######## block 1 ########
Block 1, metal 2:
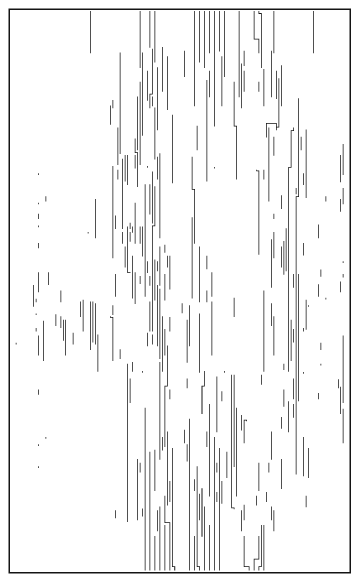

$ cat src/rtl/seq_pkg.sv
// Shared opcodes, ALUOp encodings and state/class enums for the sequencer.
// Used by seq_decode and mc_sequencer.
package seq_pkg;

    localparam logic [5:0] OP_RTYPE = 6'b000000;
    localparam logic [5:0] OP_LW    = 6'b100011;
    localparam logic [5:0] OP_SW    = 6'b101011;

    localparam logic [1:0] ALUOP_MEM   = 2'b00;
    localparam logic [1:0] ALUOP_RTYPE = 2'b10;
    localparam logic [1:0] ALUOP_IDLE  = 2'b00;

    typedef enum logic [2:0] {
        IDLE,
        DECODE,
        EXEC,
        MEM,
        WB
    } state_t;

    typedef enum logic [1:0] {
        CLS_RTYPE,
        CLS_LW,
        CLS_SW,
        CLS_ILLEGAL
    } iclass_t;

endpackage

$ cat src/rtl/seq_decode.sv
// Combinational opcode decoder: OP field -> instruction class, ALUOp,
// illegal flag.
module seq_decode
    import seq_pkg::*;
(
    input  logic [5:0] op,
    output iclass_t    iclass,
    output logic [1:0] alu_op,
    output logic       illegal
);

    always_comb begin
        iclass  = CLS_ILLEGAL;
        alu_op  = ALUOP_IDLE;
        illegal = 1'b1;
        unique case (op)
            OP_RTYPE: begin
                iclass  = CLS_RTYPE;
                alu_op  = ALUOP_RTYPE;
                illegal = 1'b0;
            end
            OP_LW: begin
                iclass  = CLS_LW;
                alu_op  = ALUOP_MEM;
                illegal = 1'b0;
            end
            OP_SW: begin
                iclass  = CLS_SW;
                alu_op  = ALUOP_MEM;
                illegal = 1'b0;
            end
            default: ;
        endcase
    end

endmodule

$ cat src/rtl/mc_sequencer.sv
// Multi-cycle control sequencer (IDLE/DECODE/EXEC/MEM/WB) with registered
// datapath controls. SEQ_RETIRE_CNT_EN enables the retired-instruction counter.
module mc_sequencer
    import seq_pkg::*;
(
    input  logic        clk,
    input  logic        rst,
    input  logic        instr_valid,
    output logic        instr_ready,
    input  logic [31:0] instr,
    input  logic        alu_zf,
    output logic        RegWrite,
    output logic        MemToRead,
    output logic        MemToWrite,
    output logic        MemToReg,
    output logic [1:0]  ALUOp,
    output logic [4:0]  ra1,
    output logic [4:0]  ra2,
    output logic [4:0]  wa,
    output logic [5:0]  funct,
    output logic        done,
    output logic        zf_out,
    output logic        err,
    output logic [15:0] retired_cnt
);

    state_t     state;
    iclass_t    cls;
    iclass_t    dec_cls;
    logic [1:0] dec_alu_op;
    logic       dec_illegal;
    logic [4:0] rs_q;
    logic [4:0] rt_q;
    logic [4:0] rd_q;
    logic [5:0] funct_q;
    logic       unused_shamt;

    seq_decode u_decode (
        .op      (instr[31:26]),
        .iclass  (dec_cls),
        .alu_op  (dec_alu_op),
        .illegal (dec_illegal)
    );

    assign unused_shamt = ^instr[10:6];

    assign ra1   = rs_q;
    assign ra2   = rt_q;
    assign funct = funct_q;
    assign wa    = (cls == CLS_RTYPE) ? rd_q : rt_q;

    // Outputs are computed for the state being entered, so they are
    // registered alongside it.
    always_ff @(posedge clk or posedge rst) begin
        if (rst) begin
            state       <= IDLE;
            cls         <= CLS_ILLEGAL;
            rs_q        <= '0;
            rt_q        <= '0;
            rd_q        <= '0;
            funct_q     <= '0;
            zf_out      <= 1'b0;
            instr_ready <= 1'b0;
            RegWrite    <= 1'b0;
            MemToRead   <= 1'b0;
            MemToWrite  <= 1'b0;
            MemToReg    <= 1'b0;
            ALUOp       <= ALUOP_IDLE;
            done        <= 1'b0;
            err         <= 1'b0;
        end else begin
            RegWrite    <= 1'b0;
            MemToRead   <= 1'b0;
            MemToWrite  <= 1'b0;
            MemToReg    <= 1'b0;
            done        <= 1'b0;
            err         <= 1'b0;
            instr_ready <= 1'b0;
            unique case (state)
                IDLE: begin
                    if (instr_valid && instr_ready) begin
                        rs_q    <= instr[25:21];
                        rt_q    <= instr[20:16];
                        rd_q    <= instr[15:11];
                        funct_q <= instr[5:0];
                        cls     <= dec_cls;
                        ALUOp   <= dec_alu_op;
                        err     <= dec_illegal;
                        state   <= DECODE;
                    end else begin
                        instr_ready <= 1'b1;
                        ALUOp       <= ALUOP_IDLE;
                    end
                end
                DECODE: begin
                    if (cls == CLS_ILLEGAL) begin
                        state       <= IDLE;
                        instr_ready <= 1'b1;
                        ALUOp       <= ALUOP_IDLE;
                    end else begin
                        state <= EXEC;
                    end
                end
                EXEC: begin
                    zf_out <= alu_zf;
                    case (cls)
                        CLS_RTYPE: begin
                            state    <= WB;
                            RegWrite <= 1'b1;
                            done     <= 1'b1;
                        end
                        CLS_LW: begin
                            state     <= MEM;
                            MemToRead <= 1'b1;
                            MemToReg  <= 1'b1;
                        end
                        default: begin
                            state      <= MEM;
                            MemToWrite <= 1'b1;
                            done       <= 1'b1;
                        end
                    endcase
                end
                MEM: begin
                    if (cls == CLS_LW) begin
                        state     <= WB;
                        RegWrite  <= 1'b1;
                        MemToRead <= 1'b1;
                        MemToReg  <= 1'b1;
                        done      <= 1'b1;
                    end else begin
                        state       <= IDLE;
                        instr_ready <= 1'b1;
                        ALUOp       <= ALUOP_IDLE;
                    end
                end
                WB: begin
                    state       <= IDLE;
                    instr_ready <= 1'b1;
                    ALUOp       <= ALUOP_IDLE;
                end
                default: state <= IDLE;
            endcase
        end
    end

`ifdef SEQ_RETIRE_CNT_EN
    logic [15:0] cnt_q;

    always_ff @(posedge clk or posedge rst) begin
        if (rst) begin
            cnt_q <= '0;
        end else if (done) begin
            cnt_q <= cnt_q + 16'd1;
        end
    end

    assign retired_cnt = cnt_q;
`else
    assign retired_cnt = '0;
`endif

endmodule

$ cat config.mk
export PLATFORM = sky130hd
export DESIGN_NAME = mc_sequencer
export DESIGN_NICKNAME = d
export VERILOG_FILES = /design/src/rtl/seq_pkg.sv /design/src/rtl/seq_decode.sv /design/src/rtl/mc_sequencer.sv
export SDC_FILE = /design/constraint.sdc
export NUM_CORES = 1
export LEC_CHECK = 0
export CAP_MARGIN = 20
export CORE_ASPECT_RATIO = 1.75
export CORE_MARGIN = 4
export CORE_UTILIZATION = 30
export DETAILED_ROUTE_END_ITERATION = 7
export PLACE_DENSITY = 0.73
export SLEW_MARGIN = 20
export SYNTH_ARGS = -nofsm -noshare
export SYNTH_HDL_FRONTEND = slang
export SYNTH_SLANG_ARGS = --single-unit
export TNS_END_PERCENT = 50
$ cat constraint.sdc
create_clock -name clk -period 2.3 [get_ports clk]
set_clock_uncertainty 0.2 [all_clocks]
set_input_delay 0.23 -clock clk [delete_from_list [all_inputs] [get_ports clk]]
set_output_delay 0.23 -clock clk [all_outputs]
set_load 0.01 [all_outputs]
######## block 2 ########
## src/rtl/ccff_pkg.sv

```systemverilog
// Shared types and CRC-8 helper for the configuration-chain loader.
package ccff_pkg;

  typedef enum logic [1:0] {
    StIdle,
    StLoad,
    StVerify,
    StFin
  } ccff_state_t;

  localparam logic [7:0] Crc8PolyDefault = 8'h07;
  localparam logic [7:0] Crc8Init        = 8'h00;

  // MSB-first, unreflected, one input bit per call.
  function automatic logic [7:0] crc8_step(input logic [7:0] crc, input logic din,
                                           input logic [7:0] poly);
    logic fb;
    fb = crc[7] ^ din;
    return {crc[6:0], 1'b0} ^ (fb ? poly : 8'h00);
  endfunction

endpackage

```

## src/rtl/ccff_crc8.sv

```systemverilog
// Bit-serial CRC-8 register with synchronous clear and step enable.
module ccff_crc8
  import ccff_pkg::*;
#(
  parameter logic [7:0] CRC_POLY = Crc8PolyDefault
) (
  input  logic       clk,
  input  logic       rst,
  input  logic       clr,
  input  logic       en,
  input  logic       din,
  output logic [7:0] crc
);

  logic [7:0] crc_q;

  always_ff @(posedge clk) begin
    if (rst || clr) begin
      crc_q <= Crc8Init;
    end else if (en) begin
      crc_q <= crc8_step(crc_q, din, CRC_POLY);
    end
  end

  assign crc = crc_q;

endmodule

```

## src/rtl/ccff_loader.sv

```systemverilog
// Serialises a byte stream MSB-first into a configuration flip-flop chain and
// optionally recirculates the chain once to confirm its contents by CRC-8.
module ccff_loader
  import ccff_pkg::*;
#(
  parameter int unsigned CHAIN_LEN = 36,
  parameter logic [7:0]  CRC_POLY  = Crc8PolyDefault
) (
  input  logic       prog_clk,
  input  logic       prog_reset,
  input  logic       start,
  input  logic       verify_en,
  input  logic       in_valid,
  output logic       in_ready,
  input  logic [7:0] in_data,
  output logic       ccff_head,
  input  logic       ccff_tail,
  output logic       ccff_clk_en,
  output logic       busy,
  output logic       done,
  output logic       pass,
  output logic [7:0] crc_out
);

  localparam int unsigned NumBytes = (CHAIN_LEN + 7) / 8;
  localparam int unsigned BitCntW  = $clog2(CHAIN_LEN + 1);
  localparam int unsigned ByteCntW = $clog2(NumBytes + 1);

  localparam logic [BitCntW-1:0]  LenBits  = BitCntW'(CHAIN_LEN);
  localparam logic [BitCntW-1:0]  LenLast  = BitCntW'(CHAIN_LEN - 1);
  localparam logic [BitCntW-1:0]  BitOne   = BitCntW'(1);
  localparam logic [ByteCntW-1:0] NumBytesW = ByteCntW'(NumBytes);
  localparam logic [ByteCntW-1:0] ByteOne  = ByteCntW'(1);

  ccff_state_t         state_q;
  logic                verify_q;
  logic [7:0]          buf_q;
  logic                buf_valid_q;
  logic [7:0]          sr_q;
  logic [2:0]          sr_cnt_q;
  logic [BitCntW-1:0]  bit_cnt_q;
  logic [ByteCntW-1:0] byte_cnt_q;
  logic                head_q;
  logic                clk_en_q;
  logic                busy_q;
  logic                done_q;
  logic                pass_q;
  logic [7:0]          crc_out_q;

  logic       ready_int;
  logic       accept;
  logic       sr_has;
  logic       emit;
  logic       emit_bit;
  logic       ver_shift;
  logic       crc_clr;
  logic [7:0] crc_load;
  logic [7:0] crc_ver;
  logic [7:0] crc_ver_next;

  always_comb begin
    ready_int = (state_q == StLoad) && !buf_valid_q && (byte_cnt_q < NumBytesW);
    accept    = in_valid && ready_int;
    sr_has    = (sr_cnt_q != 3'd0);
    // A bit is available from the shift register, or straight from the buffer
    // when the shift register has just drained; stops once the chain is full.
    emit      = (state_q == StLoad) && (bit_cnt_q < LenBits) && (sr_has || buf_valid_q);
    emit_bit  = sr_has ? sr_q[7] : buf_q[7];
    ver_shift = (state_q == StVerify) && clk_en_q;
    crc_clr   = (state_q == StIdle) && start;
  end

  assign crc_ver_next = crc8_step(crc_ver, ccff_tail, CRC_POLY);

  ccff_crc8 #(
    .CRC_POLY (CRC_POLY)
  ) u_crc_load (
    .clk (prog_clk),
    .rst (prog_reset),
    .clr (crc_clr),
    .en  (emit),
    .din (emit_bit),
    .crc (crc_load)
  );

  ccff_crc8 #(
    .CRC_POLY (CRC_POLY)
  ) u_crc_ver (
    .clk (prog_clk),
    .rst (prog_reset),
    .clr (crc_clr),
    .en  (ver_shift),
    .din (ccff_tail),
    .crc (crc_ver)
  );

  always_ff @(posedge prog_clk) begin
    if (prog_reset) begin
      state_q     <= StIdle;
      verify_q    <= 1'b0;
      buf_q       <= 8'h00;
      buf_valid_q <= 1'b0;
      sr_q        <= 8'h00;
      sr_cnt_q    <= 3'd0;
      bit_cnt_q   <= '0;
      byte_cnt_q  <= '0;
      head_q      <= 1'b0;
      clk_en_q    <= 1'b0;
      busy_q      <= 1'b0;
      done_q      <= 1'b0;
      pass_q      <= 1'b0;
      crc_out_q   <= 8'h00;
    end else begin
      case (state_q)
        StIdle: begin
          head_q   <= 1'b0;
          clk_en_q <= 1'b0;
          if (start) begin
            state_q     <= StLoad;
            busy_q      <= 1'b1;
            verify_q    <= verify_en;
            bit_cnt_q   <= '0;
            byte_cnt_q  <= '0;
            buf_valid_q <= 1'b0;
            sr_cnt_q    <= 3'd0;
            pass_q      <= 1'b0;
            crc_out_q   <= 8'h00;
          end
        end
        StLoad: begin
          // accept needs an empty buffer, a buffer-to-shifter move needs a full
          // one, so the two buf_valid_q updates below never collide.
          if (accept) begin
            buf_q       <= in_data;
            buf_valid_q <= 1'b1;
            byte_cnt_q  <= byte_cnt_q + ByteOne;
          end
          clk_en_q <= emit;
          if (emit) begin
            head_q    <= emit_bit;
            bit_cnt_q <= bit_cnt_q + BitOne;
            if (sr_has) begin
              sr_q     <= {sr_q[6:0], 1'b0};
              sr_cnt_q <= sr_cnt_q - 3'd1;
            end else begin
              sr_q        <= {buf_q[6:0], 1'b0};
              sr_cnt_q    <= 3'd7;
              buf_valid_q <= 1'b0;
            end
          end
          if (bit_cnt_q == LenBits) begin
            bit_cnt_q <= '0;
            head_q    <= 1'b0;
            crc_out_q <= crc_load;
            clk_en_q  <= verify_q;
            if (verify_q) begin
              state_q <= StVerify;
            end else begin
              state_q <= StFin;
              done_q  <= 1'b1;
              pass_q  <= 1'b1;
            end
          end
        end
        StVerify: begin
          if (clk_en_q) begin
            bit_cnt_q <= bit_cnt_q + BitOne;
            if (bit_cnt_q == LenLast) begin
              clk_en_q <= 1'b0;
              state_q  <= StFin;
              done_q   <= 1'b1;
              pass_q   <= (crc_ver_next == crc_load);
            end
          end
        end
        StFin: begin
          done_q  <= 1'b0;
          busy_q  <= 1'b0;
          state_q <= StIdle;
        end
        default: state_q <= StIdle;
      endcase
    end
  end

  assign in_ready    = ready_int;
  // During verify the chain is closed into a ring through the loader.
  assign ccff_head   = (state_q == StVerify) ? ccff_tail : head_q;
  assign ccff_clk_en = clk_en_q;
  assign busy        = busy_q;
  assign done        = done_q;
  assign pass        = pass_q;
  assign crc_out     = crc_out_q;

endmodule

```

## config.mk

```make
export PLATFORM = sky130hd
export DESIGN_NAME = ccff_loader
export DESIGN_NICKNAME = d
export VERILOG_FILES = /design/src/rtl/ccff_pkg.sv /design/src/rtl/ccff_crc8.sv /design/src/rtl/ccff_loader.sv
export SDC_FILE = /design/constraint.sdc
export NUM_CORES = 1
export LEC_CHECK = 0
export ABC_AREA = 1
export CAP_MARGIN = 20
export CORE_MARGIN = 2
export CORE_UTILIZATION = 25
export CTS_CLUSTER_SIZE = 24
export DETAILED_ROUTE_END_ITERATION = 10
export SYNTH_ARGS = -nofsm -noshare
export SYNTH_HDL_FRONTEND = slang
export SYNTH_SLANG_ARGS = --single-unit
export TNS_END_PERCENT = 20
```

## constraint.sdc

```tcl
create_clock -name prog_clk -period 2.55 [get_ports prog_clk]
set_clock_uncertainty 0.15 [all_clocks]
set_input_delay 0.3825 -clock prog_clk [delete_from_list [all_inputs] [get_ports prog_clk]]
set_output_delay 0.3825 -clock prog_clk [all_outputs]
set_load 0.05 [all_outputs]
```

Block 1, routing congestion map:
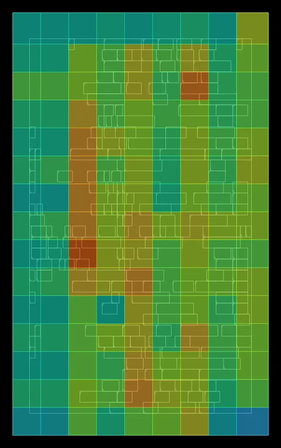
met3 global-route usage: 3.459%
met1 usage: 9.482%

About 'metal 2' of block 1:
nets with wire on the layer: 209
wire length on this layer: 1830 µm
main direction: vertical
share of all routed wire: 55%
met2 Use GR: 20.18%
routed vias: 1133

==> summary.txt, block 1 <==
The synthesis and PnR run went through. Yosys reports that the most numerous cell types are dfrtp_1 (32), mux2_2 (26), buf_4 (20). Cell count listed in synth_stat.txt landed at 129. After synthesis, flip-flops and latches occupy around 54% of the total area. The critical path ends at wa[3]. Wire length on met2 landed at approximately 1800 µm. Final period demand of the worst path landed at 2193 ps.

The flow ran to the end, and the final reports show no timing, DRC or antenna violations. At the end of routability-driven placement, the weighted congestion stood at 0.6728. The final timing report counts setup violations totalling 0.

The layout contains a multi-input combinational cell count of 86. After layout, the clock buffer instance count stands at 5. Portion of total power attributed to sequential cells landed at 34.7%. Proportion of synthesized flip-flops having asynchronous set or reset landed at 100.0%. The critical path is of the reg -> out type. Number of warnings issued by yosys landed at 0. Setup slack on the critical path of the routed design comes to 106.8 ps.

STA classifies the critical path endpoint as a primary output. Per the final report, the share of cell area in non-clock buffers is 28.02%. Area share of fa/ha/maj cells after synthesis landed at 0%. The final report gives the core utilization as 45.87%.

Summed over all nets, wire length on met3 after detailed routing comes to ~260 µm. The cell sitting at the root of the clock tree is a clkbuf_8.
[block 1: power groups by stage]
stage / Combinational (mW) / Clock [mW] / Sequential [mW]
after floorplan: 0.715 / 0 / 1.12
after global placement: 1.44 / 0 / 1.08
after detailed placement: 1.46 / 0 / 1.10
after CTS: 1.49 / 0.547 / 1.07
after global routing: 1.59 / 0.565 / 1.11
final: 1.47 / 0.531 / 1.06
[block 1: critical path, stage by stage (launching register included)]
cell and delay (ps):
dfstp_2 530, nor2_1 40, buf_4 160, mux2_2 220
clkdlybuf4s50_1 540
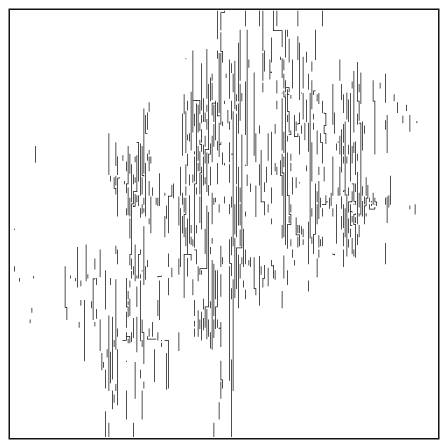
Block 2: metal 2
share of all routed wire: 47%
longest straight run: 38.9 µm
wire length on this layer: 3210 µm
main direction: vertical
routed vias: 2740
met2 Use GR: 19.56%

==> summary.txt, block 2 <==
The synthesis and PnR run went through. Summing all placed instances gives a cell area of 0.003411 mm². The layout report lists the multi-input gate area as 0.001478 mm². Half-perimeter wire length after placement landed at approximately 5000 µm. The most critical setup path has its startpoint at state_q[0]. In this run the most used layer during global routing was met2. Signed area change from the synthesized netlist to the final layout landed at 27.16%. Count of clock-net buffers in the final layout landed at 11. Share of power burned in the clock network landed at 36.9%.

The flow ran to the end, and the final reports show no timing, DRC or antenna violations. Area of the mapped netlist landed at between 0.002 and 0.003 mm². Aggregate global routing overflow landed at 0. After layout, the inverter instance count without clock inverters stands at 56. The first global-routing pass estimated 12140 µm of wire. The report lists the number of cells resized after CTS as 0. Once the clock tree was built, the setup fixing pass inserted 0 buffers. Number of endpoints failing setup at the final stage landed at 0. Sink count of the clock tree landed at around 60. The worst path uses a little under 90% of the clock period.
==> block 2: cells in the mapped netlist (all sizes together) <==
master / instances / area share [%]
a21oi: 42 / 7.3
inv: 55 / 7.0
nor2: 43 / 6.5
nor3: 2 / 0.51
nand3: 32 / 5.6
buf: 6 / 1.2
and3: 3 / 0.64
clkbuf: 5 / 0.64
clkinv: 1 / 0.13
ha: 9 / 3.8
a211oi: 4 / 1.4
or2: 1 / 0.21
o211ai: 2 / 0.51
nand4: 2 / 0.42
a31oi: 6 / 1.3
o21ai: 47 / 8.6
nand2: 92 / 13
dfxtp: 60 / 41
xor2: 3 / 0.89

######## block 3 ########
Block 3, met1 routing:
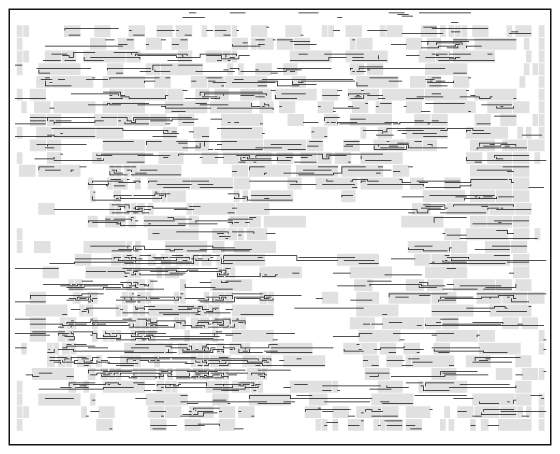

==> src/rtl/pcpi_cmd_initiator.sv <==
// Issues single custom-0 PCPI instructions from a simple command stream and
// hands the coprocessor result (or a timeout error) back as a held response.
module pcpi_cmd_initiator #(
  parameter int          TIMEOUT = 16,
  parameter logic [6:0]  OPCODE  = 7'b0001011
) (
  input  logic        clk,
  input  logic        rst,
  input  logic        cmd_valid,
  output logic        cmd_ready,
  input  logic [2:0]  cmd_funct3,
  input  logic [4:0]  cmd_addr,
  input  logic [15:0] cmd_value,
  output logic        pcpi_valid,
  output logic [31:0] pcpi_insn,
  output logic [31:0] pcpi_rs1,
  output logic [31:0] pcpi_rs2,
  input  logic        pcpi_wr,
  input  logic [31:0] pcpi_rd,
  input  logic        pcpi_wait,
  input  logic        pcpi_ready,
  output logic        rsp_valid,
  input  logic        rsp_ready,
  output logic [31:0] rsp_data,
  output logic        rsp_wr,
  output logic        rsp_err,
  output logic [15:0] busy_cycles
);

  localparam int TW = (TIMEOUT > 1) ? $clog2(TIMEOUT) : 1;

  localparam logic [1:0] S_IDLE  = 2'd0;
  localparam logic [1:0] S_ISSUE = 2'd1;
  localparam logic [1:0] S_RESP  = 2'd2;

  logic [1:0]    r_state;
  logic          r_armed;
  logic [31:0]   r_insn;
  logic [TW-1:0] r_tcnt;
  logic [31:0]   r_rsp_data;
  logic          r_rsp_wr;
  logic          r_rsp_err;
  logic [15:0]   r_busy;

  logic w_accept;
  logic w_tmax;

  // r_armed keeps cmd_ready low until the first edge after reset release
  assign cmd_ready   = r_armed && (r_state == S_IDLE);
  assign w_accept    = cmd_valid && cmd_ready;
  assign w_tmax      = (r_tcnt == TW'(TIMEOUT - 1));

  assign pcpi_valid  = (r_state == S_ISSUE);
  assign pcpi_insn   = r_insn;
  assign pcpi_rs1    = 32'd0;
  assign pcpi_rs2    = 32'd0;
  assign rsp_valid   = (r_state == S_RESP);
  assign rsp_data    = r_rsp_data;
  assign rsp_wr      = r_rsp_wr;
  assign rsp_err     = r_rsp_err;
  assign busy_cycles = r_busy;

  always_ff @(posedge clk or posedge rst) begin
    if (rst) begin
      r_state    <= S_IDLE;
      r_armed    <= 1'b0;
      r_insn     <= 32'd0;
      r_tcnt     <= '0;
      r_rsp_data <= 32'd0;
      r_rsp_wr   <= 1'b0;
      r_rsp_err  <= 1'b0;
      r_busy     <= 16'd0;
    end else begin
      r_armed <= 1'b1;
      case (r_state)
        S_IDLE: begin
          if (w_accept) begin
            r_insn  <= {1'b0, cmd_value, cmd_funct3, cmd_addr, OPCODE};
            r_tcnt  <= '0;
            r_busy  <= 16'd0;
            r_state <= S_ISSUE;
          end
        end
        S_ISSUE: begin
          if (r_busy != 16'hFFFF) r_busy <= r_busy + 16'd1;
          // completion outranks both wait and an expiring timeout
          if (pcpi_ready) begin
            r_rsp_data <= pcpi_rd;
            r_rsp_wr   <= pcpi_wr;
            r_rsp_err  <= 1'b0;
            r_state    <= S_RESP;
          end else if (pcpi_wait) begin
            r_tcnt <= '0;
          end else if (w_tmax) begin
            r_rsp_data <= 32'd0;
            r_rsp_wr   <= 1'b0;
            r_rsp_err  <= 1'b1;
            r_state    <= S_RESP;
          end else begin
            r_tcnt <= r_tcnt + TW'(1);
          end
        end
        S_RESP: begin
          if (rsp_ready) r_state <= S_IDLE;
        end
        default: r_state <= S_IDLE;
      endcase
    end
  end

endmodule
==> config.mk <==
export PLATFORM = sky130hd
export DESIGN_NAME = pcpi_cmd_initiator
export DESIGN_NICKNAME = d
export VERILOG_FILES = /design/src/rtl/pcpi_cmd_initiator.sv
export SDC_FILE = /design/constraint.sdc
export NUM_CORES = 1
export LEC_CHECK = 0
export ABC_AREA = 1
export CAP_MARGIN = 40
export CORE_ASPECT_RATIO = 0.8
export CORE_MARGIN = 1
export CORE_UTILIZATION = 40
export CTS_CLUSTER_DIAMETER = 100
export DETAILED_ROUTE_END_ITERATION = 16
export PLACE_DENSITY_LB_ADDON = 0.12
export SLEW_MARGIN = 20
export SYNTH_ARGS = -nofsm -noshare
export SYNTH_HDL_FRONTEND = slang
export SYNTH_SLANG_ARGS = --single-unit
==> constraint.sdc <==
create_clock -name clk -period 3.6 [get_ports clk]
set_input_delay 0.54 -clock clk [delete_from_list [all_inputs] [get_ports clk]]
set_output_delay 0.54 -clock clk [all_outputs]
set_load 0.01 [all_outputs]
######## block 4 ########
`src/rtl/fetch_ctrl_if.sv`:
```
// fetch_ctrl_if
//   Groups every fetch-controller signal other than clock and reset.
//   master : the fetch controller (drives requests, buffer writes, flush)
//   slave  : the surroundings (imem, instruction buffer, backend)
//   Ports carried:
//     redirect_val / redirect_pc          backend flush + 8-byte aligned target
//     imem_req_val / imem_req_addr / rdy  fetch request handshake
//     imem_rec_val / imem_rec_packet      in-order fetch responses
//     buf_wr_val / buf_wr_pc / packet     writes into the instruction buffer
//     buf_flush / buf_deq                 buffer flush and consume strobe
interface fetch_ctrl_if #(
    parameter int CPU_ADDR_BITS = 32,
    parameter int FETCH_WIDTH   = 2
);
    logic                         redirect_val;
    logic [CPU_ADDR_BITS-1:0]     redirect_pc;
    logic                         imem_req_val;
    logic [CPU_ADDR_BITS-1:0]     imem_req_addr;
    logic                         imem_req_rdy;
    logic                         imem_rec_val;
    logic [FETCH_WIDTH*32-1:0]    imem_rec_packet;
    logic                         buf_wr_val;
    logic [CPU_ADDR_BITS-1:0]     buf_wr_pc;
    logic [FETCH_WIDTH*32-1:0]    buf_wr_packet;
    logic                         buf_flush;
    logic                         buf_deq;

    modport master (
        input  redirect_val, redirect_pc, imem_req_rdy, imem_rec_val,
               imem_rec_packet, buf_deq,
        output imem_req_val, imem_req_addr, buf_wr_val, buf_wr_pc,
               buf_wr_packet, buf_flush
    );

    modport slave (
        output redirect_val, redirect_pc, imem_req_rdy, imem_rec_val,
               imem_rec_packet, buf_deq,
        input  imem_req_val, imem_req_addr, buf_wr_val, buf_wr_pc,
               buf_wr_packet, buf_flush
    );
endinterface

```
`src/rtl/fetch_ctrl.sv`:
```
// fetch_ctrl
//   Instruction fetch controller. Issues sequential packet fetches to imem,
//   limited by free instruction-buffer slots (credits) and by the number of
//   in-flight requests. Responses come back in order and are written to the
//   buffer tagged with the PC remembered in a small in-order queue. A backend
//   redirect flushes the buffer, retargets fetch and drops every response
//   still in flight; while such drops are pending the controller sits in
//   DRAIN and issues nothing.
//   Ports:
//     clk    single clock, rising edge
//     rst_n  asynchronous active-low reset
//     bus    fetch_ctrl_if.master (imem, buffer and redirect signals)
module fetch_ctrl #(
    parameter int                       CPU_ADDR_BITS     = 32,
    parameter int                       FETCH_WIDTH       = 2,
    parameter int                       INST_BUFFER_DEPTH = 8,
    parameter int                       MAX_OUTSTANDING   = 2,
    parameter logic [CPU_ADDR_BITS-1:0] RESET_PC          = 32'h0
) (
    input  logic         clk,
    input  logic         rst_n,
    fetch_ctrl_if.master bus
);
    localparam int STRIDE = 4 * FETCH_WIDTH;
    localparam int ALIGN  = $clog2(STRIDE);
    localparam int CRED_W = $clog2(INST_BUFFER_DEPTH + 1);
    localparam int OUT_W  = $clog2(MAX_OUTSTANDING + 1);
    localparam int PTR_W  = (MAX_OUTSTANDING > 1) ? $clog2(MAX_OUTSTANDING) : 1;

    localparam logic [CRED_W-1:0] CRED_INIT = CRED_W'(INST_BUFFER_DEPTH - 1);
    localparam logic [OUT_W-1:0]  OUT_MAX   = OUT_W'(MAX_OUTSTANDING);
    localparam logic [PTR_W-1:0]  PTR_LAST  = PTR_W'(MAX_OUTSTANDING - 1);

    typedef enum logic [1:0] {
        BOOT  = 2'd0,
        RUN   = 2'd1,
        DRAIN = 2'd2
    } state_t;

    state_t                   state_reg, state_next;
    logic [CPU_ADDR_BITS-1:0] fetch_pc_reg, fetch_pc_next;
    logic [CRED_W-1:0]        credits_reg, credits_next;
    logic [OUT_W-1:0]         outstanding_reg, outstanding_next;
    logic [OUT_W-1:0]         drop_reg, drop_next;
    logic [PTR_W-1:0]         wr_ptr_reg, wr_ptr_next;
    logic [PTR_W-1:0]         rd_ptr_reg, rd_ptr_next;
    logic [CPU_ADDR_BITS-1:0] pc_q [MAX_OUTSTANDING];

    logic req_val;
    logic req_fire;
    logic rsp_fire;
    logic wr_val;
    logic deq_eff;

    // A response with nothing tracked (e.g. a stale one crossing a reset)
    // is ignored so the queue pointers and counters cannot underflow.
    assign rsp_fire = bus.imem_rec_val && (outstanding_reg != '0);
    assign req_val  = rst_n && (state_reg == RUN) && (credits_reg != '0)
                      && (outstanding_reg < OUT_MAX) && !bus.redirect_val;
    assign req_fire = req_val && bus.imem_req_rdy;
    assign wr_val   = rst_n && rsp_fire && (drop_reg == '0) && !bus.redirect_val;
    // The buffer is being flushed, so a consume in that cycle frees nothing.
    assign deq_eff  = bus.buf_deq && !bus.redirect_val;

    assign bus.imem_req_val  = req_val;
    assign bus.imem_req_addr = fetch_pc_reg;
    assign bus.buf_wr_val    = wr_val;
    assign bus.buf_wr_pc     = wr_val ? pc_q[rd_ptr_reg] : '0;
    assign bus.buf_wr_packet = wr_val ? bus.imem_rec_packet : '0;
    assign bus.buf_flush     = rst_n && bus.redirect_val;

    always_comb begin
        state_next       = state_reg;
        fetch_pc_next    = fetch_pc_reg;
        credits_next     = credits_reg;
        drop_next        = drop_reg;
        wr_ptr_next      = wr_ptr_reg;
        rd_ptr_next      = rd_ptr_reg;
        outstanding_next = outstanding_reg + OUT_W'(req_fire) - OUT_W'(rsp_fire);

        if (req_fire) begin
            fetch_pc_next = fetch_pc_reg + CPU_ADDR_BITS'(STRIDE);
            wr_ptr_next   = (wr_ptr_reg == PTR_LAST) ? '0 : wr_ptr_reg + 1'b1;
        end
        if (rsp_fire) begin
            rd_ptr_next = (rd_ptr_reg == PTR_LAST) ? '0 : rd_ptr_reg + 1'b1;
        end

        if (bus.redirect_val) begin
            fetch_pc_next = {bus.redirect_pc[CPU_ADDR_BITS-1:ALIGN], {ALIGN{1'b0}}};
            credits_next  = CRED_INIT;
            // Everything still in flight after this cycle belongs to the
            // old path; a response landing now is already being discarded.
            drop_next     = outstanding_reg - OUT_W'(rsp_fire);
        end else begin
            credits_next = credits_reg - CRED_W'(req_fire) + CRED_W'(deq_eff);
            if (rsp_fire && (drop_reg != '0)) begin
                drop_next = drop_reg - 1'b1;
            end
        end

        unique case (state_reg)
            BOOT:    state_next = RUN;
            RUN:     if (bus.redirect_val && (drop_next != '0)) state_next = DRAIN;
            DRAIN:   if (drop_next == '0) state_next = RUN;
            default: state_next = BOOT;
        endcase
    end

    always_ff @(posedge clk or negedge rst_n) begin
        if (!rst_n) begin
            state_reg       <= BOOT;
            fetch_pc_reg    <= RESET_PC;
            credits_reg     <= CRED_INIT;
            outstanding_reg <= '0;
            drop_reg        <= '0;
            wr_ptr_reg      <= '0;
            rd_ptr_reg      <= '0;
        end else begin
            state_reg       <= state_next;
            fetch_pc_reg    <= fetch_pc_next;
            credits_reg     <= credits_next;
            outstanding_reg <= outstanding_next;
            drop_reg        <= drop_next;
            wr_ptr_reg      <= wr_ptr_next;
            rd_ptr_reg      <= rd_ptr_next;
        end
    end

    // PC queue storage needs no reset: the pointers define what is valid.
    always_ff @(posedge clk) begin
        if (req_fire) begin
            pc_q[wr_ptr_reg] <= fetch_pc_reg;
        end
    end
endmodule

```
`src/flat_wrapper.sv`:
```
// flat-port wrapper written by rule: the top's interface ports become plain ports
module fetch_ctrl_flat 
#(
    parameter int                       CPU_ADDR_BITS     = 32,
    parameter int                       FETCH_WIDTH       = 2,
    parameter int                       INST_BUFFER_DEPTH = 8,
    parameter int                       MAX_OUTSTANDING   = 2,
    parameter logic [CPU_ADDR_BITS-1:0] RESET_PC          = 32'h0
)
  (clk, rst_n, bus_redirect_val, bus_redirect_pc, bus_imem_req_rdy, bus_imem_rec_val, bus_imem_rec_packet, bus_buf_deq, bus_imem_req_val, bus_imem_req_addr, bus_buf_wr_val, bus_buf_wr_pc, bus_buf_wr_packet, bus_buf_flush);
  fetch_ctrl_if #(.CPU_ADDR_BITS(CPU_ADDR_BITS), .FETCH_WIDTH(FETCH_WIDTH)) bus_i ();
  input  logic clk;
  input  logic rst_n;
  input wire logic [$bits(bus_i.redirect_val)-1:0] bus_redirect_val;
  input wire logic [$bits(bus_i.redirect_pc)-1:0] bus_redirect_pc;
  input wire logic [$bits(bus_i.imem_req_rdy)-1:0] bus_imem_req_rdy;
  input wire logic [$bits(bus_i.imem_rec_val)-1:0] bus_imem_rec_val;
  input wire logic [$bits(bus_i.imem_rec_packet)-1:0] bus_imem_rec_packet;
  input wire logic [$bits(bus_i.buf_deq)-1:0] bus_buf_deq;
  output wire logic [$bits(bus_i.imem_req_val)-1:0] bus_imem_req_val;
  output wire logic [$bits(bus_i.imem_req_addr)-1:0] bus_imem_req_addr;
  output wire logic [$bits(bus_i.buf_wr_val)-1:0] bus_buf_wr_val;
  output wire logic [$bits(bus_i.buf_wr_pc)-1:0] bus_buf_wr_pc;
  output wire logic [$bits(bus_i.buf_wr_packet)-1:0] bus_buf_wr_packet;
  output wire logic [$bits(bus_i.buf_flush)-1:0] bus_buf_flush;
  assign bus_i.redirect_val = bus_redirect_val;
  assign bus_i.redirect_pc = bus_redirect_pc;
  assign bus_i.imem_req_rdy = bus_imem_req_rdy;
  assign bus_i.imem_rec_val = bus_imem_rec_val;
  assign bus_i.imem_rec_packet = bus_imem_rec_packet;
  assign bus_i.buf_deq = bus_buf_deq;
  assign bus_imem_req_val = bus_i.imem_req_val;
  assign bus_imem_req_addr = bus_i.imem_req_addr;
  assign bus_buf_wr_val = bus_i.buf_wr_val;
  assign bus_buf_wr_pc = bus_i.buf_wr_pc;
  assign bus_buf_wr_packet = bus_i.buf_wr_packet;
  assign bus_buf_flush = bus_i.buf_flush;
  fetch_ctrl #(.CPU_ADDR_BITS(CPU_ADDR_BITS), .FETCH_WIDTH(FETCH_WIDTH), .INST_BUFFER_DEPTH(INST_BUFFER_DEPTH), .MAX_OUTSTANDING(MAX_OUTSTANDING), .RESET_PC(RESET_PC)) u_core (.clk(clk), .rst_n(rst_n), .bus(bus_i));
endmodule
```
`config.mk`:
```
export PLATFORM = sky130hd
export DESIGN_NAME = fetch_ctrl_flat
export DESIGN_NICKNAME = d
export VERILOG_FILES = /design/src/rtl/fetch_ctrl_if.sv /design/src/rtl/fetch_ctrl.sv /design/src/flat_wrapper.sv
export SDC_FILE = /design/constraint.sdc
export NUM_CORES = 1
export LEC_CHECK = 0
export ABC_AREA = 1
export CELL_PAD_IN_SITES_DETAIL_PLACEMENT = 0
export CELL_PAD_IN_SITES_GLOBAL_PLACEMENT = 1
export CORE_MARGIN = 1.5
export CORE_UTILIZATION = 28
export CTS_CLUSTER_DIAMETER = 120
export DETAILED_ROUTE_END_ITERATION = 10
export PLACE_DENSITY_LB_ADDON = 0.1
export SYNTH_ARGS = -nofsm -noshare
export SYNTH_HDL_FRONTEND = slang
export SYNTH_SLANG_ARGS = --single-unit
```
`constraint.sdc`:
```
create_clock -name clk -period 2.65 [get_ports clk]
set_clock_uncertainty 0.2 [all_clocks]
set_input_delay 0.53 -clock clk [delete_from_list [all_inputs] [get_ports clk]]
set_output_delay 0.53 -clock clk [all_outputs]
set_load 0.005 [all_outputs]
```
######## block 5 ########
File: src/rtl/cache_mem_arbiter.sv
// Arbitrates icache (read) and dcache (read/write) word requests onto one RAM port.
// Define ARB_FAIRNESS_EN to bound dcache streaks while the icache is waiting.
module cache_mem_arbiter #(
    parameter int unsigned MAX_DBURST = 4
) (
    input  logic        CLK,
    input  logic        nRST,
    input  logic        iREN,
    input  logic [31:0] iaddr,
    output logic        iwait,
    output logic [31:0] iload,
    input  logic        dREN,
    input  logic        dWEN,
    input  logic [31:0] daddr,
    input  logic [31:0] dstore,
    output logic        dwait,
    output logic [31:0] dload,
    output logic        ramREN,
    output logic        ramWEN,
    output logic [31:0] ramaddr,
    output logic [31:0] ramstore,
    input  logic [31:0] ramload,
    input  logic        ramready
);
    typedef enum logic [1:0] {IDLE, DGRANT, IGRANT} state_t;

    localparam int unsigned CW = ($clog2(MAX_DBURST + 1) > 3) ? $clog2(MAX_DBURST + 1) : 3;

    state_t        state, next_state;
    logic          dreq;
    logic          ifirst;
    logic [CW-1:0] dstreak;

    assign dreq  = dREN | dWEN;
    assign iload = ramload;
    assign dload = ramload;

`ifdef ARB_FAIRNESS_EN
    // Counts dcache words served while the icache is held off; saturates at MAX_DBURST.
    always_ff @(posedge CLK, negedge nRST) begin
        if (!nRST) begin
            dstreak <= '0;
        end else if (!iREN || !iwait) begin
            dstreak <= '0;
        end else if (!dwait && (dstreak < CW'(MAX_DBURST))) begin
            dstreak <= dstreak + CW'(1);
        end
    end
`else
    assign dstreak = '0;
`endif

    assign ifirst = iREN && (dstreak >= CW'(MAX_DBURST));

    always_comb begin
        next_state = state;
        ramREN     = 1'b0;
        ramWEN     = 1'b0;
        ramaddr    = '0;
        ramstore   = '0;
        iwait      = 1'b1;
        dwait      = 1'b1;
        unique case (state)
            IDLE: begin
                if (ifirst)      next_state = IGRANT;
                else if (dreq)   next_state = DGRANT;
                else if (iREN)   next_state = IGRANT;
            end
            DGRANT: begin
                // A withdrawn request abandons the access and ignores ramready.
                if (!dreq) begin
                    next_state = IDLE;
                end else begin
                    ramWEN   = dWEN;
                    ramREN   = dREN & ~dWEN;
                    ramaddr  = daddr;
                    ramstore = dstore;
                    if (ramready) begin
                        dwait      = 1'b0;
                        next_state = IDLE;
                    end
                end
            end
            IGRANT: begin
                if (!iREN) begin
                    next_state = IDLE;
                end else begin
                    ramREN  = 1'b1;
                    ramaddr = iaddr;
                    if (ramready) begin
                        iwait      = 1'b0;
                        next_state = IDLE;
                    end
                end
            end
            default: next_state = IDLE;
        endcase
    end

    always_ff @(posedge CLK, negedge nRST) begin
        if (!nRST) state <= IDLE;
        else       state <= next_state;
    end
endmodule

File: config.mk
export PLATFORM = sky130hd
export DESIGN_NAME = cache_mem_arbiter
export DESIGN_NICKNAME = d
export VERILOG_FILES = /design/src/rtl/cache_mem_arbiter.sv
export SDC_FILE = /design/constraint.sdc
export NUM_CORES = 1
export LEC_CHECK = 0
export ABC_AREA = 1
export CORE_AREA = 4 4 100 102
export CTS_CLUSTER_SIZE = 12
export DETAILED_ROUTE_END_ITERATION = 12
export DIE_AREA = 0 0 104 106
export GPL_TIMING_DRIVEN = 0
export PLACE_DENSITY = 0.69
export SETUP_SLACK_MARGIN = 0.4
export SYNTH_ARGS = -nofsm -noshare
export SYNTH_HDL_FRONTEND = slang
export SYNTH_SLANG_ARGS = --single-unit
File: constraint.sdc
create_clock -name CLK -period 2.7 [get_ports CLK]
set_clock_uncertainty 0.2 [all_clocks]
set_input_delay 0.27 -clock CLK [delete_from_list [all_inputs] [get_ports CLK]]
set_output_delay 0.27 -clock CLK [all_outputs]
set_load 0.005 [all_outputs]
Block 4, metal 2:
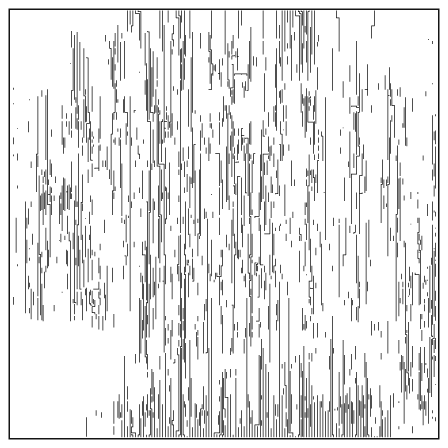
nets with wire on the layer: 832
main direction: vertical
Final Routed Wirelength: 18020 µm
routed vias: 5210
met2 Use GR: 30.17%

==> summary.txt, block 4 <==
The synthesis and PnR run went through. Number of iterations in the first detailed-routing pass landed at 4. Count of clock-net buffers in the final layout landed at 9. Looking at the worst setup and hold paths, the clock pins of their registers show a slew of 70 ps. Utilization after layout landed at 43.71%. STA classifies the critical path startpoint as a primary input. The core region is 0.01965 mm². Total number of cells along the worst setup path landed at 8. The worst path in the final design needs a cycle of between 2000 and 3000 ps, including I/O delays and setup. On the critical path the data arrives at 2070 ps. Across all setup checks in the final design, the least slack found is -145.1 ps. The final reports fail on setup timing. Total routing usage reported by global routing landed at 17.20%. Clock tree synthesis selected as its root buffer the cell clkbuf_16. Looking at the VDD voltage map, the peak drop is around 0.00029 V.

The layout report lists the clock-cell share of area as about 3.6%. By instance count, the leading cell after synthesis is nand2_1. Looking at the max-slew report, the worst-margin pin has a slew of roughly 590 ps. Fraction of post-synthesis cell area in the top cell type by area landed at between 30% and 40%.

Latest clock arrival within the worst-skew pair landed at around 360 ps. The layout report lists the combined flip-flop and latch area as 0.002771 mm². Number of pins with negative max-slew slack in the final report landed at 0. Cell area after placement landed at 0.008262 mm². Half-perimeter wire length after placement landed at 13400 µm.

After routing, the total negative slack on setup checks comes to -731.2 ps. The run finished, with violations left. The leakage component of the power was reported as 4.155 nW. The main area contributors are edfxtp_1 (31%), dfrtp_1 (17%), nand2_1 (14%), inv_1 (7.6%), nor2_1 (7.2%). The register with the most flip-flops in the layout has 58 of them. The last timing report of the flow puts the setup violation total at 16.

For the worst reg-to-reg path, the startpoint reported by OpenROAD is u_core.credits_reg[2]. Number of fillers in the final layout landed at 2070. For this run, the register share of the synthesized area comes to 49.03%. Area of the mapped netlist landed at 0.005653 mm². TritonCTS built the clock tree.

Yosys printed 0 warnings. Combinational cells consume a total of 1.61 mW. Count of library flops with an enable pin landed at just under 60. The most critical hold endpoint after final layout shows a slack of 236.9 ps.
-- block 4: kinds of logic after synthesis --
logic type | after synthesis | share of synthesized area (%)
DFF | 99 | 49.03
xor gates and xnor gates | 25 | 3.873
AOI/OAI and AO/OA | 55 | 5.910
buffers and inverters | 150 | 11.62
other | 1 | 0.06634
adders and majority gates | 10 | 2.346
and+or+nand+nor | 371 | 27.16
-- block 4: metal layers --
layer / part of all wire (%) / routed length (µm)
met2: 50 / 8924
met4: 0.90 / 163
met5: 0 / 0
met1: 46 / 8216
met3: 4.0 / 712
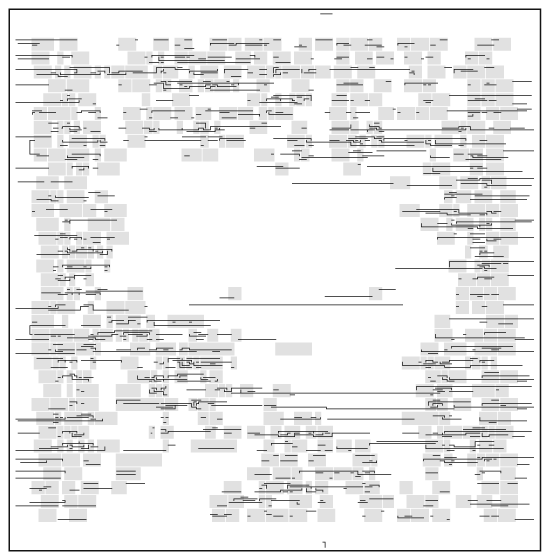
Block 5: met1 routing
wire length on this layer: 2970 µm
nets with wire on the layer: 565
main direction: horizontal
met1 usage: 13.22%
Final Routed Wirelength: 8615 µm
routed vias: 2612

==> summary.txt, block 5 <==
The synthesis and PnR run went through. Summed over all nets, the switching power comes to 799.5 µW. Accumulated negative setup slack landed at 0 ps. Count of multi-input combinational gates landed at 191.

Worst hold-check slack landed at between 20 and 30 ps. Sorting the synthesized cells by area gives the leading types as buf_4 (31%), nand2_1 (25%), nor2_1 (8.6%), a21oi_1 (7.8%), a21oi_2 (5.1%). For reference, the most critical setup path is categorized as reg -> out.

The worst setup path is launched from a flop. The die is 106 µm tall. Met2 layer usage reported by global route landed at 28.83%.

The synthesized netlist devotes 40.62% of its cell area to simple gates. Number of pins with negative max-slew slack in the final report landed at 0. The run finished with clean final reports. The worst path in the final design needs a cycle of 2292 ps, including I/O delays and setup. The root buffer cell chosen for the clock tree is clkbuf_8.

Area of combinational cells with multiple inputs landed at roughly 920 µm². Yosys instantiated no cell more often than nand2_1. Grouping stages by cell kind, the critical path spends the most delay in buffers and inverters. For reference, the top logic cell family by area is simple AND/OR/NAND/NOR gates. Per the finish-stage timing summary, setup violations number 0. Summed over all cells, the static leakage comes to 2.378 nW. Signed area change from the synthesized netlist to the final layout landed at 180.6%. The synthesized design devotes to its leading area cell type 31.32% of total area. At the placement stage, the worst setup path has a slack of 18.54 ps. Measured on the final layout, buffering overhead outside the clock network stands at 71.95%. Per the post-run analysis, buffers plus inverters along the critical path come to 6. Of the total standard cell area in the layout, the multi-input combinational portion is 21.45%. Fraction of synthesized cell area in xor and xnor cells landed at 0%. Average routed wire per standard cell landed at 13.42 µm. Areal power density over the cells landed at 432.4 mW/mm². state holds more flip-flops than any other register. The skew report gives the latency at the later pin of the worst-skew pair as approximately 210 ps.

OpenROAD emitted warnings numbering 31. Total routing usage reported by global routing landed at between 10% and 20%.
## block 5: cell usage in the layout, fill, tap and decap left out, drive strengths merged
cell type	synthesis	final
clkdlybuf4s15	0	2
dfrtp	2	2
buf	74	85
inv	12	12
a21oi	33	33
nand3b	1	1
dlymetal6s2s	0	30
dlygate4sd2	0	26
nor2	36	36
nand2	110	110
ha	4	4
nand3	5	5
clkbuf	5	9
clkdlybuf4s50	0	174
nand4	2	2
## block 5: cells by family after synthesis
logic type / Yosys count
AND-OR/OR-AND: 33
adder cells (fa/ha/maj): 4
buffers and inverters: 91
flip-flops: 2
AND/OR/NAND/NOR: 154
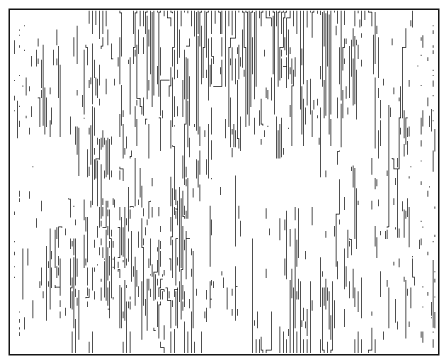
Block 3: metal 2
main direction: vertical
longest straight run: 32.8 µm
nets with wire on the layer: 518
wire length on this layer: 4660 µm
routed vias: 3077
met2 Use GR: 28.24%
Final Routed Wirelength: 9708 µm

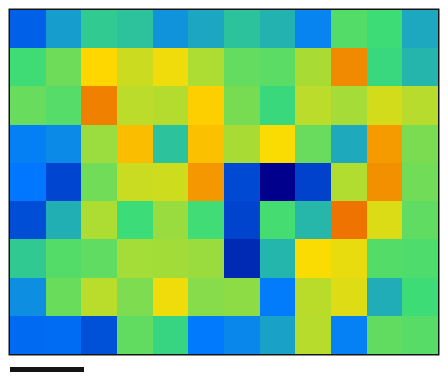
Block 3: local utilization
Bar = 20 µm. 12 x 9 tiles, from dark blue (low) to red (high), 0 to 100% covered.
mean over tiles: 52%
fullest tile: 87%
tiles over 75% full: 9.3%
nearly empty tiles: 0.90%
Initial Util: 41.96%
core area: 0.009849 mm²
utilization after layout: 57.93%

Notes on 'met1 routing' of block 3 above:
share of all routed wire: 44%
longest straight run: 32.7 µm
met1 usage: 24.01%

==> summary.txt, block 3 <==
The synthesis and PnR run went through. The run finished with clean final reports. Setup slack on the worst flop-to-flop path landed at 1360 ps. Count of maximum capacitance violations landed at 0. For reference, compound AND-OR and OR-AND cells occupy 10.66% of the area reported after synthesis. Power in combinational cells landed at 1.87 mW. After filler insertion, the fill cell instance count of the layout stands at 874. Summed over all instances, the cell type with the most area after synthesis is dfrtp_1. The dominant power group in this design is combinational cells. Proportion of layout cells with a drive suffix above 1 landed at 10.63%. Ranked by total area, the top cell class in this layout is registers. Gates resized during post-CTS repair numbered 0. Registers represent a cell area share of between 30% and 40%. TritonCTS built the clock tree. The number of antenna violations at the first check in global routing is 0.

In this run the post-CTS setup repair buffer count came out at 0. Sequential share of the synthesized area landed at 49.65%. The critical path's slowest stage uses the library cell clkdlybuf4s50_1. Total routing usage reported by global routing landed at 18.02%.

The critical path endpoint has a required time of 3060 ps. For this run, asynchronously set or reset flops after synthesis account for 100.0%. Looking at the gate-level netlist, the highest instance count belongs to dfrtp_1. Area of combinational cells with multiple inputs landed at 0.001627 mm². In this run, synthesis inferred 0 flip-flops with an integrated enable. The CTS log lists the clock sinks for this run as 82.

Entering global routing, the biggest net connects 83 pins. The end-of-flow timing check tallies setup violations at 0. For met3 alone, demand over resource in global routing was 4.516%.

Number of pins with negative max-slew slack in the final report landed at 0. The detailed placer reported the number of placed instances as between 600 and 700. Pin placement for this block handled 212 I/O pins. The via count of the first global-routing pass is between 2000 and 3000. In the final routing, the length of wire on met1 measures 4290 µm.

Wire length of the first global-routing pass landed at 14790 µm. Summing the areas of all and, or, nand and nor instances in the mapped netlist gives 12.20% of the synthesized area. Non-clock buffer instance count of the final layout landed at 145. Share of the clock period used by the worst path landed at 62.89%. After Yosys synthesis, XOR and XNOR cells account for 1.272% of the synthesized area. Areal power density over the cells landed at 758.4 mW/mm². Flip-flop count of the largest register after layout landed at 32. According to the timing report, the critical path is captured at pcpi_valid. Sequential standard cell area landed at 0.002052 mm².

Yosys attributes the largest share of cell area to dfrtp_1 (50%), buf_4 (13%), a22o_1 (7.0%), mux2_4 (6.9%), nand2_1 (5.1%). Final non-filler cell total landed at 672. In the synthesized netlist, the number of instances is between 300 and 400. Count of clock-net buffers in the final layout landed at 12.
==> block 3: how the worst min path moves through the flow <==
stage | endpoint | slack (ps) | cells after the start
2_1_floorplan | r_tcnt[1] | 480 | 2
3_3_place_gp | rsp_err | 480 | 2
3_5_place_dp | rsp_data[26] | 480 | 1
4_1_cts | rsp_data[26] | 500 | 1
5_1_grt | pcpi_insn[23] | 510 | 1
6_report | rsp_data[9] | 500 | 1
==> block 3: metrics by stage <==
step                total power, mW  area [µm²]
finish                        4.327        5705
global route                  4.567        5705
CTS                           4.367        5685
detailed placement            3.422        5391
global placement              3.389        5376
floorplan                     2.518        4388

==> notes/layouts.md <==
Pictures saved along the way, in no particular order.

Routing congestion map.
Plate I
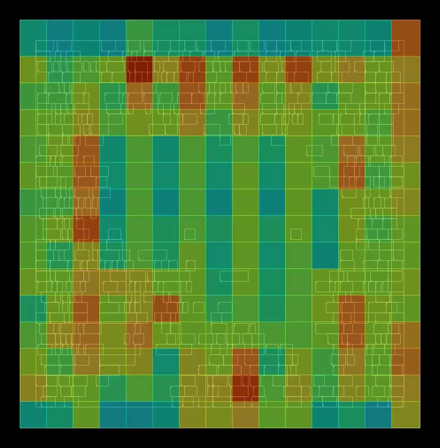
Plate II
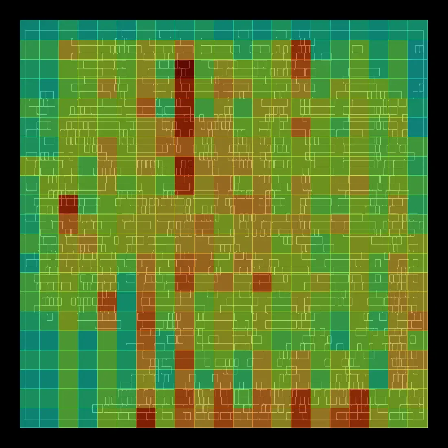
Plate III
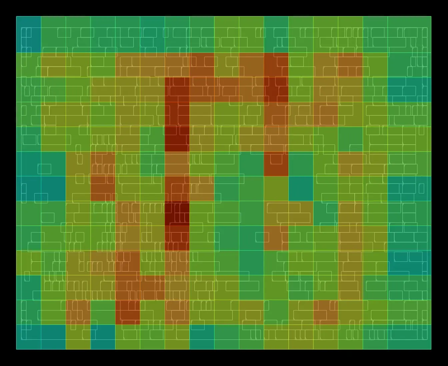
block 5 -> Plate I
block 4 -> Plate II
block 3 -> Plate III
- lowest track usage: Plate I
- highest utilization: Plate III



==> layout pictures side by side <==
Met1 routing.
picture 1
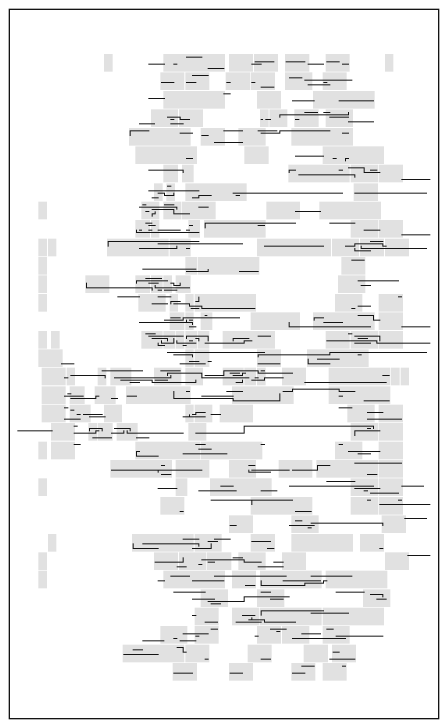
picture 2
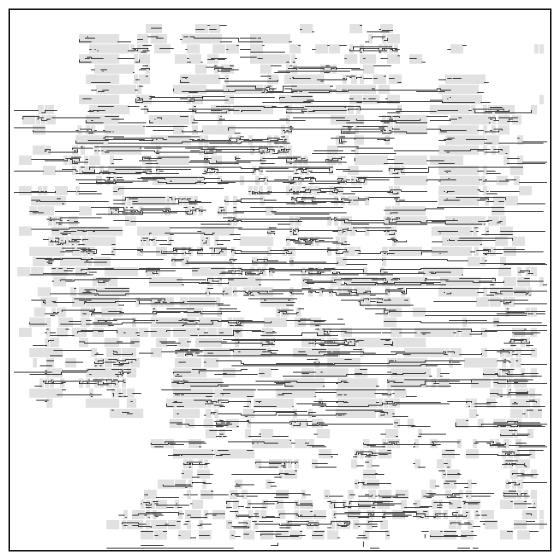
picture 3
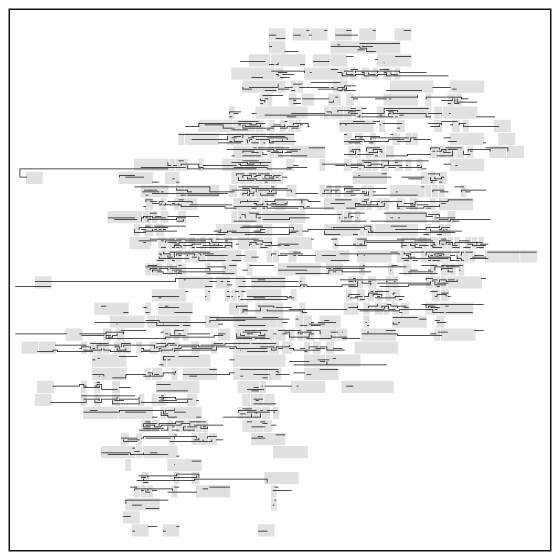
| picture | from |
|---|---|
| picture 2 | block 4 |
| picture 1 | block 1 |
| picture 3 | block 2 |

Power and IR drop assume default switching activity.
